# block 1

### Routing congestion map, block 1

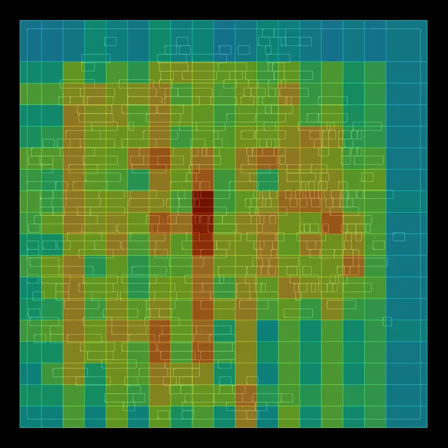

## config.mk

```make
export PLATFORM = sky130hd
export DESIGN_NAME = led_pattern_queue
export DESIGN_NICKNAME = d
export VERILOG_FILES = /design/src/rtl/led_pattern_queue.sv
export SDC_FILE = /design/constraint.sdc
export NUM_CORES = 1
export LEC_CHECK = 0
export CORE_MARGIN = 2
export CORE_UTILIZATION = 30
export CTS_CLUSTER_SIZE = 12
export DETAILED_ROUTE_END_ITERATION = 7
export GPL_TIMING_DRIVEN = 0
export MAX_ROUTING_LAYER = met4
export PLACE_DENSITY = 0.5
export REMOVE_ABC_BUFFERS = 1
export SLEW_MARGIN = 25
export SYNTH_ARGS = -nofsm -noshare
export SYNTH_HDL_FRONTEND = slang
export SYNTH_SLANG_ARGS = --single-unit
```

## constraint.sdc

```tcl
create_clock -name i_CLK -period 3 [get_ports i_CLK]
set_input_delay 0.6 -clock i_CLK [delete_from_list [all_inputs] [get_ports i_CLK]]
set_output_delay 0.6 -clock i_CLK [all_outputs]
set_load 0.02 [all_outputs]
```

## src/rtl/led_pattern_queue.sv

```systemverilog
`default_nettype none
// +--------------------------------------------------------------------------+
// | led_pattern_queue: FIFO of 16-bit LED patterns, each shown for a dwell   |
// | time and swapped only on a driver frame boundary.                        |
// | Optional loop playback: define LED_PATTERN_LOOP_EN (adds i_Loop).        |
// | Revision: 1.0                                                            |
// +--------------------------------------------------------------------------+
module led_pattern_queue #(
    parameter int          DEPTH        = 4,
    parameter int          DWELL_CYCLES = 1000000,
    parameter logic [15:0] INIT_PATTERN = 16'h0000
) (
    input  logic                     i_CLK,
    input  logic                     i_RESET,
    input  logic                     i_WrValid,
    input  logic [15:0]              i_WrData,
    output logic                     o_WrReady,
    input  logic                     i_Clear,
    input  logic                     i_FrameDone,
`ifdef LED_PATTERN_LOOP_EN
    input  logic                     i_Loop,
`endif
    output logic [15:0]              o_Data16,
    output logic                     o_Update,
    output logic [$clog2(DEPTH):0]   o_Level
);

    localparam int AW = $clog2(DEPTH);
    localparam int LW = AW + 1;
    localparam int CW = (DWELL_CYCLES > 1) ? $clog2(DWELL_CYCLES) : 1;
    localparam logic [LW-1:0] C_FULL = LW'(DEPTH);
    localparam logic [CW-1:0] C_LAST = CW'(DWELL_CYCLES - 1);

    typedef enum logic [1:0] {
        IDLE       = 2'd0,
        WAIT_FRAME = 2'd1,
        DWELL      = 2'd2
    } state_t;

    state_t          state_q, state_d;
    logic [AW-1:0]   wr_ptr_q, wr_ptr_d;
    logic [AW-1:0]   rd_ptr_q, rd_ptr_d;
    logic [LW-1:0]   level_q, level_d;
    logic [CW-1:0]   cnt_q, cnt_d;
    logic [15:0]     data_q, data_d;
    logic            update_q, update_d;
    logic            fd_q;
    logic [15:0]     mem_q [DEPTH];

    logic            w_loop;
    logic            w_fd_edge;
    logic            w_push;
    logic            w_pop;
    logic            w_wb;
    logic            w_wr_en;
    logic [15:0]     w_wr_data;

`ifdef LED_PATTERN_LOOP_EN
    assign w_loop = i_Loop;
`else
    assign w_loop = 1'b0;
`endif

    always_comb begin
        w_fd_edge = i_FrameDone & ~fd_q;
        // Full refuses a push even when a pop lands in the same cycle.
        o_WrReady = (level_q != C_FULL) && !i_Clear && !w_loop;
        w_push    = i_WrValid && o_WrReady;
        w_pop     = (state_q == WAIT_FRAME) && w_fd_edge && !i_Clear && (level_q != '0);
        // Loop playback recycles the popped head into the tail slot.
        w_wb      = w_pop && w_loop;
        w_wr_en   = w_push || w_wb;
        w_wr_data = w_push ? i_WrData : mem_q[rd_ptr_q];
    end

    always_comb begin
        state_d  = state_q;
        wr_ptr_d = wr_ptr_q;
        rd_ptr_d = rd_ptr_q;
        level_d  = level_q;
        cnt_d    = cnt_q;
        data_d   = w_pop ? mem_q[rd_ptr_q] : data_q;
        update_d = w_pop;

        if (i_Clear) begin
            state_d  = IDLE;
            wr_ptr_d = '0;
            rd_ptr_d = '0;
            level_d  = '0;
            cnt_d    = '0;
        end else begin
            wr_ptr_d = wr_ptr_q + AW'(w_wr_en);
            rd_ptr_d = rd_ptr_q + AW'(w_pop);
            level_d  = level_q + LW'(w_push) + LW'(w_wb) - LW'(w_pop);
            case (state_q)
                IDLE: begin
                    if (level_q != '0) state_d = WAIT_FRAME;
                end
                WAIT_FRAME: begin
                    if (w_pop) begin
                        cnt_d   = '0;
                        state_d = DWELL;
                    end
                end
                DWELL: begin
                    cnt_d = cnt_q + CW'(1);
                    if (cnt_q == C_LAST) begin
                        state_d = (level_q != '0) ? WAIT_FRAME : IDLE;
                    end
                end
                default: state_d = IDLE;
            endcase
        end
    end

    always_ff @(posedge i_CLK or negedge i_RESET) begin
        if (!i_RESET) begin
            state_q  <= IDLE;
            wr_ptr_q <= '0;
            rd_ptr_q <= '0;
            level_q  <= '0;
            cnt_q    <= '0;
            data_q   <= INIT_PATTERN;
            update_q <= 1'b0;
            fd_q     <= 1'b0;
        end else begin
            state_q  <= state_d;
            wr_ptr_q <= wr_ptr_d;
            rd_ptr_q <= rd_ptr_d;
            level_q  <= level_d;
            cnt_q    <= cnt_d;
            data_q   <= data_d;
            update_q <= update_d;
            fd_q     <= i_FrameDone;
        end
    end

    always_ff @(posedge i_CLK) begin
        if (w_wr_en) mem_q[wr_ptr_q] <= w_wr_data;
    end

    assign o_Data16 = data_q;
    assign o_Update = update_q;
    assign o_Level  = level_q;

endmodule
`default_nettype wire

```

# block 2

File: src/rtl/wb_port_arbiter.sv
// -----------------------------------------------------------------------------
// wb_port_arbiter
//   Two-port register-file writeback arbiter. Requester 0 is the ALU writeback
//   path, requester 1 is the load writeback path. At most one request is
//   accepted per cycle (ready is combinational on valid), and the accepted
//   address/data are registered and presented to the register file for one
//   cycle. Back-to-back writes sustain one write per cycle.
//
//   Writes to register 0 are accepted but never reach the register file.
//
//   Configuration macro:
//     WB_ROUND_ROBIN_EN  defined   : ties alternate (winner != last_grant)
//                        undefined : ties always go to requester 0
//
//   Ports:
//     clk, rst_n                 clock, asynchronous active-low reset
//     reqN_valid/addr/data       requester N pending write (N = 0, 1)
//     reqN_ready                 requester N accepted this cycle
//     wb_en/wb_addr/wb_data      register-file write port (1 cycle after accept)
//     wb_sel                     write-address mux select (0 = req0, 1 = req1)
//     busy                       some valid request is waiting this cycle
// -----------------------------------------------------------------------------
module wb_port_arbiter (
  input  logic        clk,
  input  logic        rst_n,
  input  logic        req0_valid,
  input  logic [4:0]  req0_addr,
  input  logic [31:0] req0_data,
  output logic        req0_ready,
  input  logic        req1_valid,
  input  logic [4:0]  req1_addr,
  input  logic [31:0] req1_data,
  output logic        req1_ready,
  output logic        wb_en,
  output logic [4:0]  wb_addr,
  output logic [31:0] wb_data,
  output logic        wb_sel,
  output logic        busy
);

  localparam logic [0:0] IDLE  = 1'b0;
  localparam logic [0:0] WRITE = 1'b1;

  logic [0:0]  state_q, state_d;
  logic [4:0]  wb_addr_q, wb_addr_d;
  logic [31:0] wb_data_q, wb_data_d;
  logic        wb_sel_q, wb_sel_d;
  logic        last_grant_q, last_grant_d;

  logic        tie_to_0;
  logic        gnt0, gnt1, accept;
  logic [4:0]  acc_addr;
  logic [31:0] acc_data;
  logic        wr_fire;

  // Tie resolution. last_grant is tracked in both builds so it is observable
  // the same way; the fixed-priority build simply never lets it matter.
`ifdef WB_ROUND_ROBIN_EN
  assign tie_to_0 = last_grant_q;          // last winner was 1 -> give it to 0
`else
  assign tie_to_0 = last_grant_q | 1'b1;   // requester 0 always wins ties
`endif

  // Grants are gated by rst_n so nothing is acknowledged while held in reset,
  // even though the requesters may keep their valids high.
  always_comb begin
    gnt0 = rst_n & req0_valid & (~req1_valid | tie_to_0);
    gnt1 = rst_n & req1_valid & ~gnt0;
  end

  assign accept   = gnt0 | gnt1;
  assign acc_addr = gnt1 ? req1_addr : req0_addr;
  assign acc_data = gnt1 ? req1_data : req0_data;

  // Register 0 is hard-wired: accept the request but suppress the write.
  assign wr_fire  = accept & (acc_addr != 5'd0);

  assign req0_ready = gnt0;
  assign req1_ready = gnt1;
  assign busy       = (req0_valid & ~gnt0) | (req1_valid & ~gnt1);

  always_comb begin
    state_d      = wr_fire ? WRITE : IDLE;
    wb_addr_d    = wb_addr_q;
    wb_data_d    = wb_data_q;
    wb_sel_d     = wb_sel_q;
    last_grant_d = last_grant_q;
    // Write-port registers only move on a real write so they hold their last
    // values through IDLE cycles (including suppressed register-0 writes).
    if (wr_fire) begin
      wb_addr_d = acc_addr;
      wb_data_d = acc_data;
      wb_sel_d  = gnt1;
    end
    if (accept) last_grant_d = gnt1;
  end

  // last_grant resets to 1 so requester 0 wins the first tie after reset.
  always_ff @(posedge clk or negedge rst_n) begin
    if (!rst_n) begin
      state_q      <= IDLE;
      wb_addr_q    <= 5'd0;
      wb_data_q    <= 32'd0;
      wb_sel_q     <= 1'b0;
      last_grant_q <= 1'b1;
    end else begin
      state_q      <= state_d;
      wb_addr_q    <= wb_addr_d;
      wb_data_q    <= wb_data_d;
      wb_sel_q     <= wb_sel_d;
      last_grant_q <= last_grant_d;
    end
  end

  assign wb_en   = (state_q == WRITE);
  assign wb_addr = wb_addr_q;
  assign wb_data = wb_data_q;
  assign wb_sel  = wb_sel_q;

`ifndef SYNTHESIS
  // Structural sanity: one grant at most, and only to a requester asking.
  always @(posedge clk) begin
    if (rst_n) begin
      a_one_hot:    assert (!(req0_ready && req1_ready));
      a_rdy0_valid: assert (!req0_ready || req0_valid);
      a_rdy1_valid: assert (!req1_ready || req1_valid);
    end
  end
`endif

endmodule
File: config.mk
export PLATFORM = sky130hd
export DESIGN_NAME = wb_port_arbiter
export DESIGN_NICKNAME = d
export VERILOG_FILES = /design/src/rtl/wb_port_arbiter.sv
export SDC_FILE = /design/constraint.sdc
export NUM_CORES = 1
export LEC_CHECK = 0
export ABC_CLOCK_PERIOD_IN_PS = 2500
export CAP_MARGIN = 20
export CORE_AREA = 8 8 87 89
export CTS_CLUSTER_DIAMETER = 100
export DETAILED_ROUTE_END_ITERATION = 6
export DIE_AREA = 0 0 95 97
export GPL_ROUTABILITY_DRIVEN = 0
export PLACE_DENSITY = 0.78
export SLEW_MARGIN = 20
export SYNTH_ARGS = -nofsm -noshare
export SYNTH_HDL_FRONTEND = slang
export SYNTH_SLANG_ARGS = --single-unit
File: constraint.sdc
create_clock -name clk -period 2.5 [get_ports clk]
set_input_delay 0.5 -clock clk [delete_from_list [all_inputs] [get_ports clk]]
set_output_delay 0.5 -clock clk [all_outputs]
set_load 0.02 [all_outputs]
# block 3

[src/rtl/jk_excitation_driver.sv]
// ============================================================================
// Module   : jk_excitation_driver
// Purpose  : Turns LOAD/INC/DEC/INVERT commands into per-bit J/K drive for an
//            external JK bank. It also keeps a shadow model of that bank.
//            Optional macro: JK_FB_CHECK_EN (feedback compare on err).
// Revision : 1.0 - initial release
// ============================================================================
`default_nettype none

module jk_excitation_driver #(
  parameter int WIDTH = 8,
  parameter int XFILL = 0
) (
  input  logic             clock_pos,
  input  logic             reset_neg,
  input  logic             cmd_valid,
  output logic             cmd_ready,
  input  logic [1:0]       cmd_op,
  input  logic [WIDTH-1:0] cmd_data,
  output logic [WIDTH-1:0] signal_J,
  output logic [WIDTH-1:0] signal_K,
  output logic             signal_fire,
  input  logic [WIDTH-1:0] signal_fb,
  output logic [WIDTH-1:0] model_q,
  output logic             done,
  output logic             err
);

  localparam logic [1:0] c_op_load = 2'b00;
  localparam logic [1:0] c_op_inc  = 2'b01;
  localparam logic [1:0] c_op_dec  = 2'b10;
  localparam logic [1:0] c_op_inv  = 2'b11;
  localparam logic [WIDTH-1:0] c_xf = (XFILL != 0) ? {WIDTH{1'b1}} : {WIDTH{1'b0}};

  typedef enum logic [1:0] {S_IDLE = 2'd0, S_DRIVE = 2'd1, S_SETTLE = 2'd2} state_t;

  state_t           r_state, w_state_nxt;
  logic [1:0]       r_op, w_op_nxt;
  logic [WIDTH-1:0] r_data, w_data_nxt;
  logic [WIDTH-1:0] r_cnt, w_cnt_nxt;
  logic [WIDTH-1:0] w_model_nxt, w_j_nxt, w_k_nxt;
  logic             w_fire_nxt, w_done_nxt;
  logic [WIDTH-1:0] w_q_post, w_n;
  logic [1:0]       w_exc_op;
  logic [WIDTH-1:0] w_exc_q, w_exc_data, w_exc_j, w_exc_k, w_mask;

  // Value of the bank after the step currently being driven.
  always_comb begin
    w_q_post = model_q;
    case (r_op)
      c_op_load: w_q_post = r_data;
      c_op_inc:  w_q_post = model_q + WIDTH'(1);
      c_op_dec:  w_q_post = model_q - WIDTH'(1);
      default:   w_q_post = ~model_q;
    endcase
  end

  // In IDLE the first step is built from the incoming command; in DRIVE the
  // next step is built from the value the current step will leave behind.
  assign w_exc_op   = (r_state == S_IDLE) ? cmd_op   : r_op;
  assign w_exc_data = (r_state == S_IDLE) ? cmd_data : r_data;
  assign w_exc_q    = (r_state == S_IDLE) ? model_q  : w_q_post;

  always_comb begin
    w_mask  = '0;
    w_exc_j = '0;
    w_exc_k = '0;
    case (w_exc_op)
      c_op_load: begin
        w_exc_j = (~w_exc_q & w_exc_data) | (w_exc_q & c_xf);
        w_exc_k = (w_exc_q & ~w_exc_data) | (~w_exc_q & c_xf);
      end
      c_op_inc: begin
        w_mask  = w_exc_q ^ (w_exc_q + WIDTH'(1));
        w_exc_j = w_mask;
        w_exc_k = w_mask;
      end
      c_op_dec: begin
        w_mask  = w_exc_q ^ (w_exc_q - WIDTH'(1));
        w_exc_j = w_mask;
        w_exc_k = w_mask;
      end
      default: begin
        w_exc_j = '1;
        w_exc_k = '1;
      end
    endcase
  end

  assign w_n = (cmd_op == c_op_load || cmd_op == c_op_inv) ? WIDTH'(1) : cmd_data;

  always_comb begin
    w_state_nxt = r_state;
    w_op_nxt    = r_op;
    w_data_nxt  = r_data;
    w_cnt_nxt   = r_cnt;
    w_model_nxt = model_q;
    w_j_nxt     = '0;
    w_k_nxt     = '0;
    w_fire_nxt  = 1'b0;
    w_done_nxt  = 1'b0;
    case (r_state)
      S_IDLE: begin
        if (cmd_valid) begin
          w_op_nxt   = cmd_op;
          w_data_nxt = cmd_data;
          w_cnt_nxt  = w_n;
          if (w_n == '0) begin
            w_state_nxt = S_SETTLE;
            w_done_nxt  = 1'b1;
          end else begin
            w_state_nxt = S_DRIVE;
            w_fire_nxt  = 1'b1;
            w_j_nxt     = w_exc_j;
            w_k_nxt     = w_exc_k;
          end
        end
      end
      S_DRIVE: begin
        w_model_nxt = w_q_post;
        if (r_cnt == WIDTH'(1)) begin
          w_state_nxt = S_SETTLE;
          w_done_nxt  = 1'b1;
        end else begin
          w_cnt_nxt  = r_cnt - WIDTH'(1);
          w_fire_nxt = 1'b1;
          w_j_nxt    = w_exc_j;
          w_k_nxt    = w_exc_k;
        end
      end
      S_SETTLE: w_state_nxt = S_IDLE;
      default:  w_state_nxt = S_IDLE;
    endcase
  end

  always_ff @(posedge clock_pos or negedge reset_neg) begin
    if (!reset_neg) begin
      r_state     <= S_IDLE;
      r_op        <= c_op_load;
      r_data      <= '0;
      r_cnt       <= '0;
      model_q     <= '0;
      signal_J    <= '0;
      signal_K    <= '0;
      signal_fire <= 1'b0;
      done        <= 1'b0;
    end else begin
      r_state     <= w_state_nxt;
      r_op        <= w_op_nxt;
      r_data      <= w_data_nxt;
      r_cnt       <= w_cnt_nxt;
      model_q     <= w_model_nxt;
      signal_J    <= w_j_nxt;
      signal_K    <= w_k_nxt;
      signal_fire <= w_fire_nxt;
      done        <= w_done_nxt;
    end
  end

  assign cmd_ready = (r_state == S_IDLE) && reset_neg;

`ifdef JK_FB_CHECK_EN
  // The bank has settled by the SETTLE cycle, so the compare is qualified by done.
  assign err = done && (signal_fb != model_q);
`else
  logic w_unused_fb;
  assign w_unused_fb = ^signal_fb;
  assign err = 1'b0;
`endif

endmodule

`default_nettype wire

[config.mk]
export PLATFORM = sky130hd
export DESIGN_NAME = jk_excitation_driver
export DESIGN_NICKNAME = d
export VERILOG_FILES = /design/src/rtl/jk_excitation_driver.sv
export SDC_FILE = /design/constraint.sdc
export NUM_CORES = 1
export LEC_CHECK = 0
export CAP_MARGIN = 20
export CORE_UTILIZATION = 40
export DETAILED_ROUTE_END_ITERATION = 10
export RECOVER_POWER = 100
export SYNTH_ARGS = -nofsm -noshare
export SYNTH_HDL_FRONTEND = slang
export SYNTH_SLANG_ARGS = --single-unit
[constraint.sdc]
create_clock -name clock_pos -period 3.9 [get_ports clock_pos]
set_input_delay 0.39 -clock clock_pos [delete_from_list [all_inputs] [get_ports clock_pos]]
set_output_delay 0.39 -clock clock_pos [all_outputs]
set_load 0.03 [all_outputs]
### Signal wires on met2, block 1

Cells faint in the background.
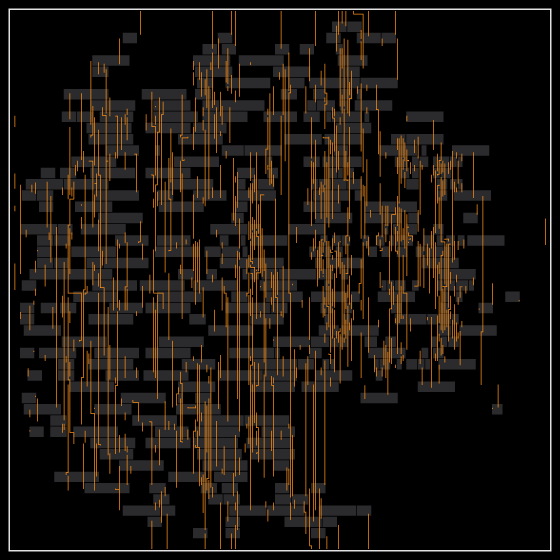
share of all routed wire	51%
nets with wire on the layer	343
longest straight run	49.4 um

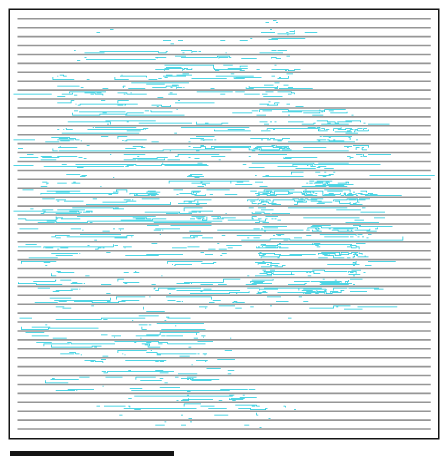
*M1 wires, block 1*
Scale bar: 50 um. Supply wires on this layer in grey.
nets with wire on the layer	358
wire length on this layer	4270 um
share of all routed wire	43%

Notes on 'Routing congestion map' of block 1 above:
GR peak layer: met2
met1 usage in global routing: 15.7%

==> results.sh, block 1 <==
# yosys + openroad results
export IMPL_sh_seq_area_pct=53.2
export IMPL_slowest_stage="clkdlybuf4s50_1"
export IMPL_nets=386
export IMPL_buffer_area_share_pct=8.53
export IMPL_ctsResizeCount=2
export IMPL_tapCellCount=216
export IMPL_crit_path_start_kind="input pin"
export IMPL_drtAntennaViolNets=0
export IMPL_cp_cell_sequence="clkdlybuf4s50_1, nor4bb_4, nand2_2, nor2_4, xor2_1, ha_1, inv_1, fa_1, xor2_1, xnor2_1, nor2_1"
export IMPL_wl_met1_um=4270
export IMPL_buffers=49
export IMPL_largest_cell_class="flip-flops and latches"
export IMPL_r2r_start="state_q[1]$_DFFE_PN0P_"
export IMPL_synth_flop_count=111
export IMPL_clock_sinks=111
export IMPL_grt_overflow=0
export IMPL_yosysUniqueCellTypes=55
export IMPL_max_slew_margin_pct=42.7
export IMPL_post_cts_buffers=1
export IMPL_status="finished, final reports clean"
export IMPL_ioPinCount=42
export IMPL_cts_clk_slew_worst_paths_ps=70
export IMPL_hold_class="in2async"
-- block 1: worst max-delay path by stage --
stage                         start                     end  slack [ps]  cells after the start
2_1_floorplan  o_Level[1]$_DFF_PN0_   mem_q[0][0]$_DFFE_PP_       -1070                      3
3_3_place_gp                i_Clear  mem_q[0][15]$_DFFE_PP_       -4430                      3
3_5_place_dp            i_FrameDone    o_Level[2]$_DFF_PN0_        -890                     11
4_1_cts                     i_Clear               o_WrReady          20                      3
5_1_grt                 i_FrameDone    o_Level[2]$_DFF_PN0_          40                     11
6_report                i_FrameDone    o_Level[2]$_DFF_PN0_         220                     11
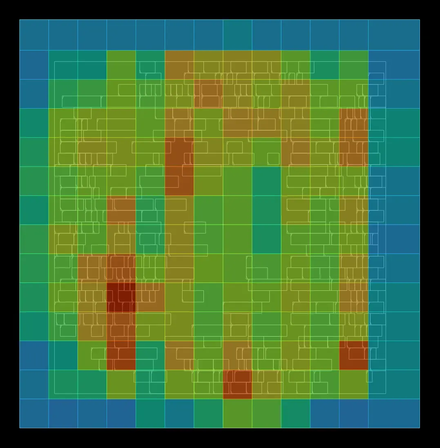
*Routing congestion map, block 2*
fin util: 55.4%
Tot GR Track Use: 12.8%
GRT met3 Usage: 7.11%
GR Layer Usage met2: 20.3%

==> results.sh, block 2 <==
# yosys + openroad results
export IMPL_status="finished, final reports clean"
export IMPL_cts_hold_fix_buffers=0
export IMPL_arrival_ps=1860
export IMPL_fp_nets=306
export IMPL_final_hold_violation_count=0
export IMPL_ys_cells=228
export IMPL_min_period_ps=2360
export IMPL_grt_most_used_layer="met2"
export IMPL_dieWidth_um=95
export IMPL_syn_instance_count=228
export IMPL_dp_cells=420
export IMPL_lay_top_cells="116 x clkdlybuf4s50_1, 107 x nand2_1, 39 x dfrtp_1"
export IMPL_drtIter0Drc=61
export IMPL_syn2layout_area_growth_pct=65.4
export IMPL_ys_seq_share_pct=47.0
export IMPL_slowest_stage="clkdlybuf4s50_1"
export IMPL_max_slew_margin_pct=62.4
export IMPL_startpoint="req0_valid"
export IMPL_rsz0062_at_grt="false"
## block 2: kinds of logic after synthesis
group	after synthesis	share of synthesized area, %
buf+inv	15	4.52
compound gates	21	7.71
simple gates	119	22.5
mux	34	18.3
flops	39	47.0
## block 2: layout make-up
type	instances	area (um2)	area share (%)
Sequential cell	39	976	28.4
Multi-Input combinational cell	174	1010	29.3
Timing Repair Buffer	127	1260	36.8
Clock inverter	1	5.00	0.146
Inverter	3	11.3	0.328
Clock buffer	7	76.3	2.22
Tap cell	77	96.3	2.80
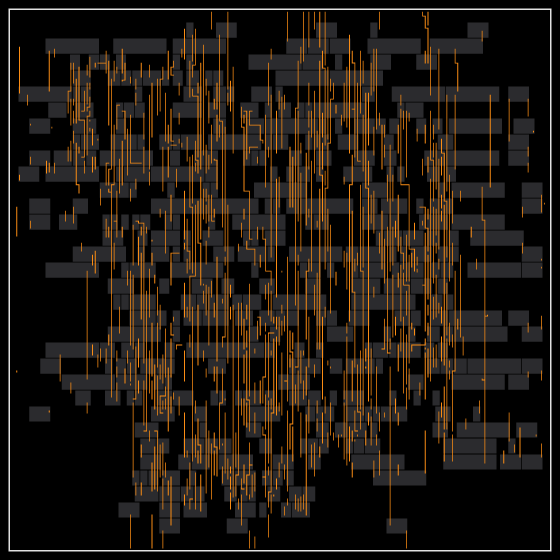
*Signal wires on met2, block 3*
Cells faint in the background.
wire length on this layer	3870 um
longest straight run	41.3 um

==> results.sh, block 3 <==
# yosys + openroad results
export IMPL_status="complete, but fails checks"
export IMPL_violations="capacitance limit, slew limit"
export IMPL_mux_share_pct=4.07
export IMPL_tns_ps=0
export IMPL_timing_critical_path_buf_inv=1
export IMPL_drv_cap=1
export IMPL_adder_share_pct=5.04
export IMPL_min_period_ps=3260
export IMPL_synthAoiAreaFrac_pct=24.0
export IMPL_place_congestion=0.828
export IMPL_wl_per_cell_um=15.8
export IMPL_drtAntennaViolNets=0
export IMPL_drv_slew=47
export IMPL_slowest_stage="or4_1"
export IMPL_synth_flop_count=46
export IMPL_grt_pass1_vias=2811
export IMPL_critPathMaxFanout=10
export IMPL_use_met3_pct=3.15
export IMPL_fp_util_pct=41.5
export IMPL_grt_max_degree=47
[block 3: final cells by class]
class	count	area, um2
clock buffer	5	68.8
clock inverter	3	43.8
fill	787	4010
inverter	19	71.3
multi-input combinational	300	1870
sequential	46	1150
tap	102	128
timing repair buffer	46	429
[block 3: kinds of logic (layout without fill, tap and decap cells)]
family                   count (synthesis)  after routing
XOR/XNOR                                 5              5
flip-flops                              46             46
multiplexers                            13             13
AND-OR/OR-AND                          110            110
adder cells (fa/ha/maj)                 13             13
other                                    1              1
buffers and inverters                   43             73
AND/OR/NAND/NOR                        158            158

==> notes/layouts.md <==
Pictures saved along the way, in no particular order.

The metal 3 layer.
shot_01.png
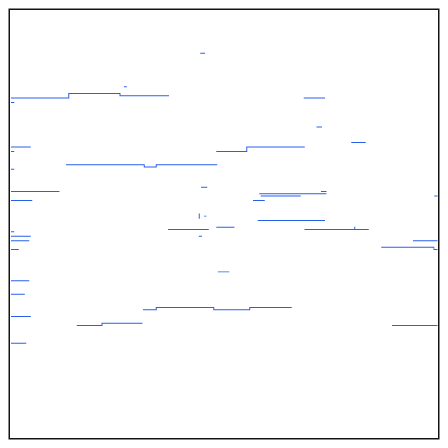
shot_02.png
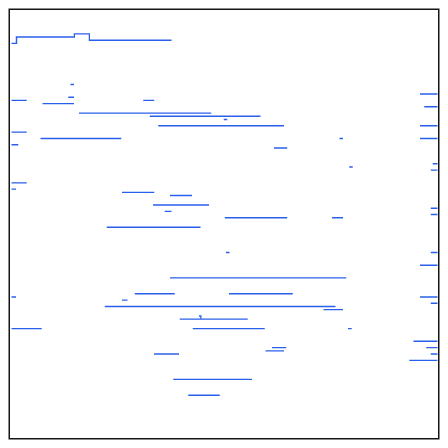
shot_03.png
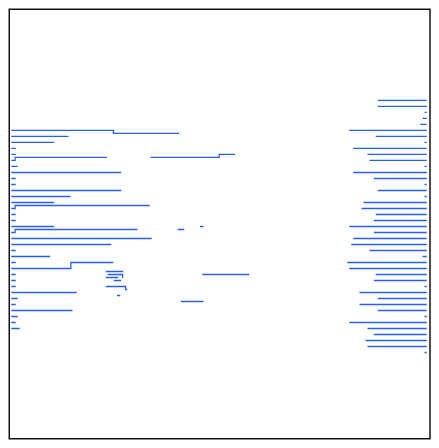
- shot_03.png = block 2
- shot_01.png = block 1
- shot_02.png = block 3

Key to shot_03.png:
main direction	horizontal
wire length on this layer	846 um
longest straight run	31.5 um
nets with wire on the layer	83


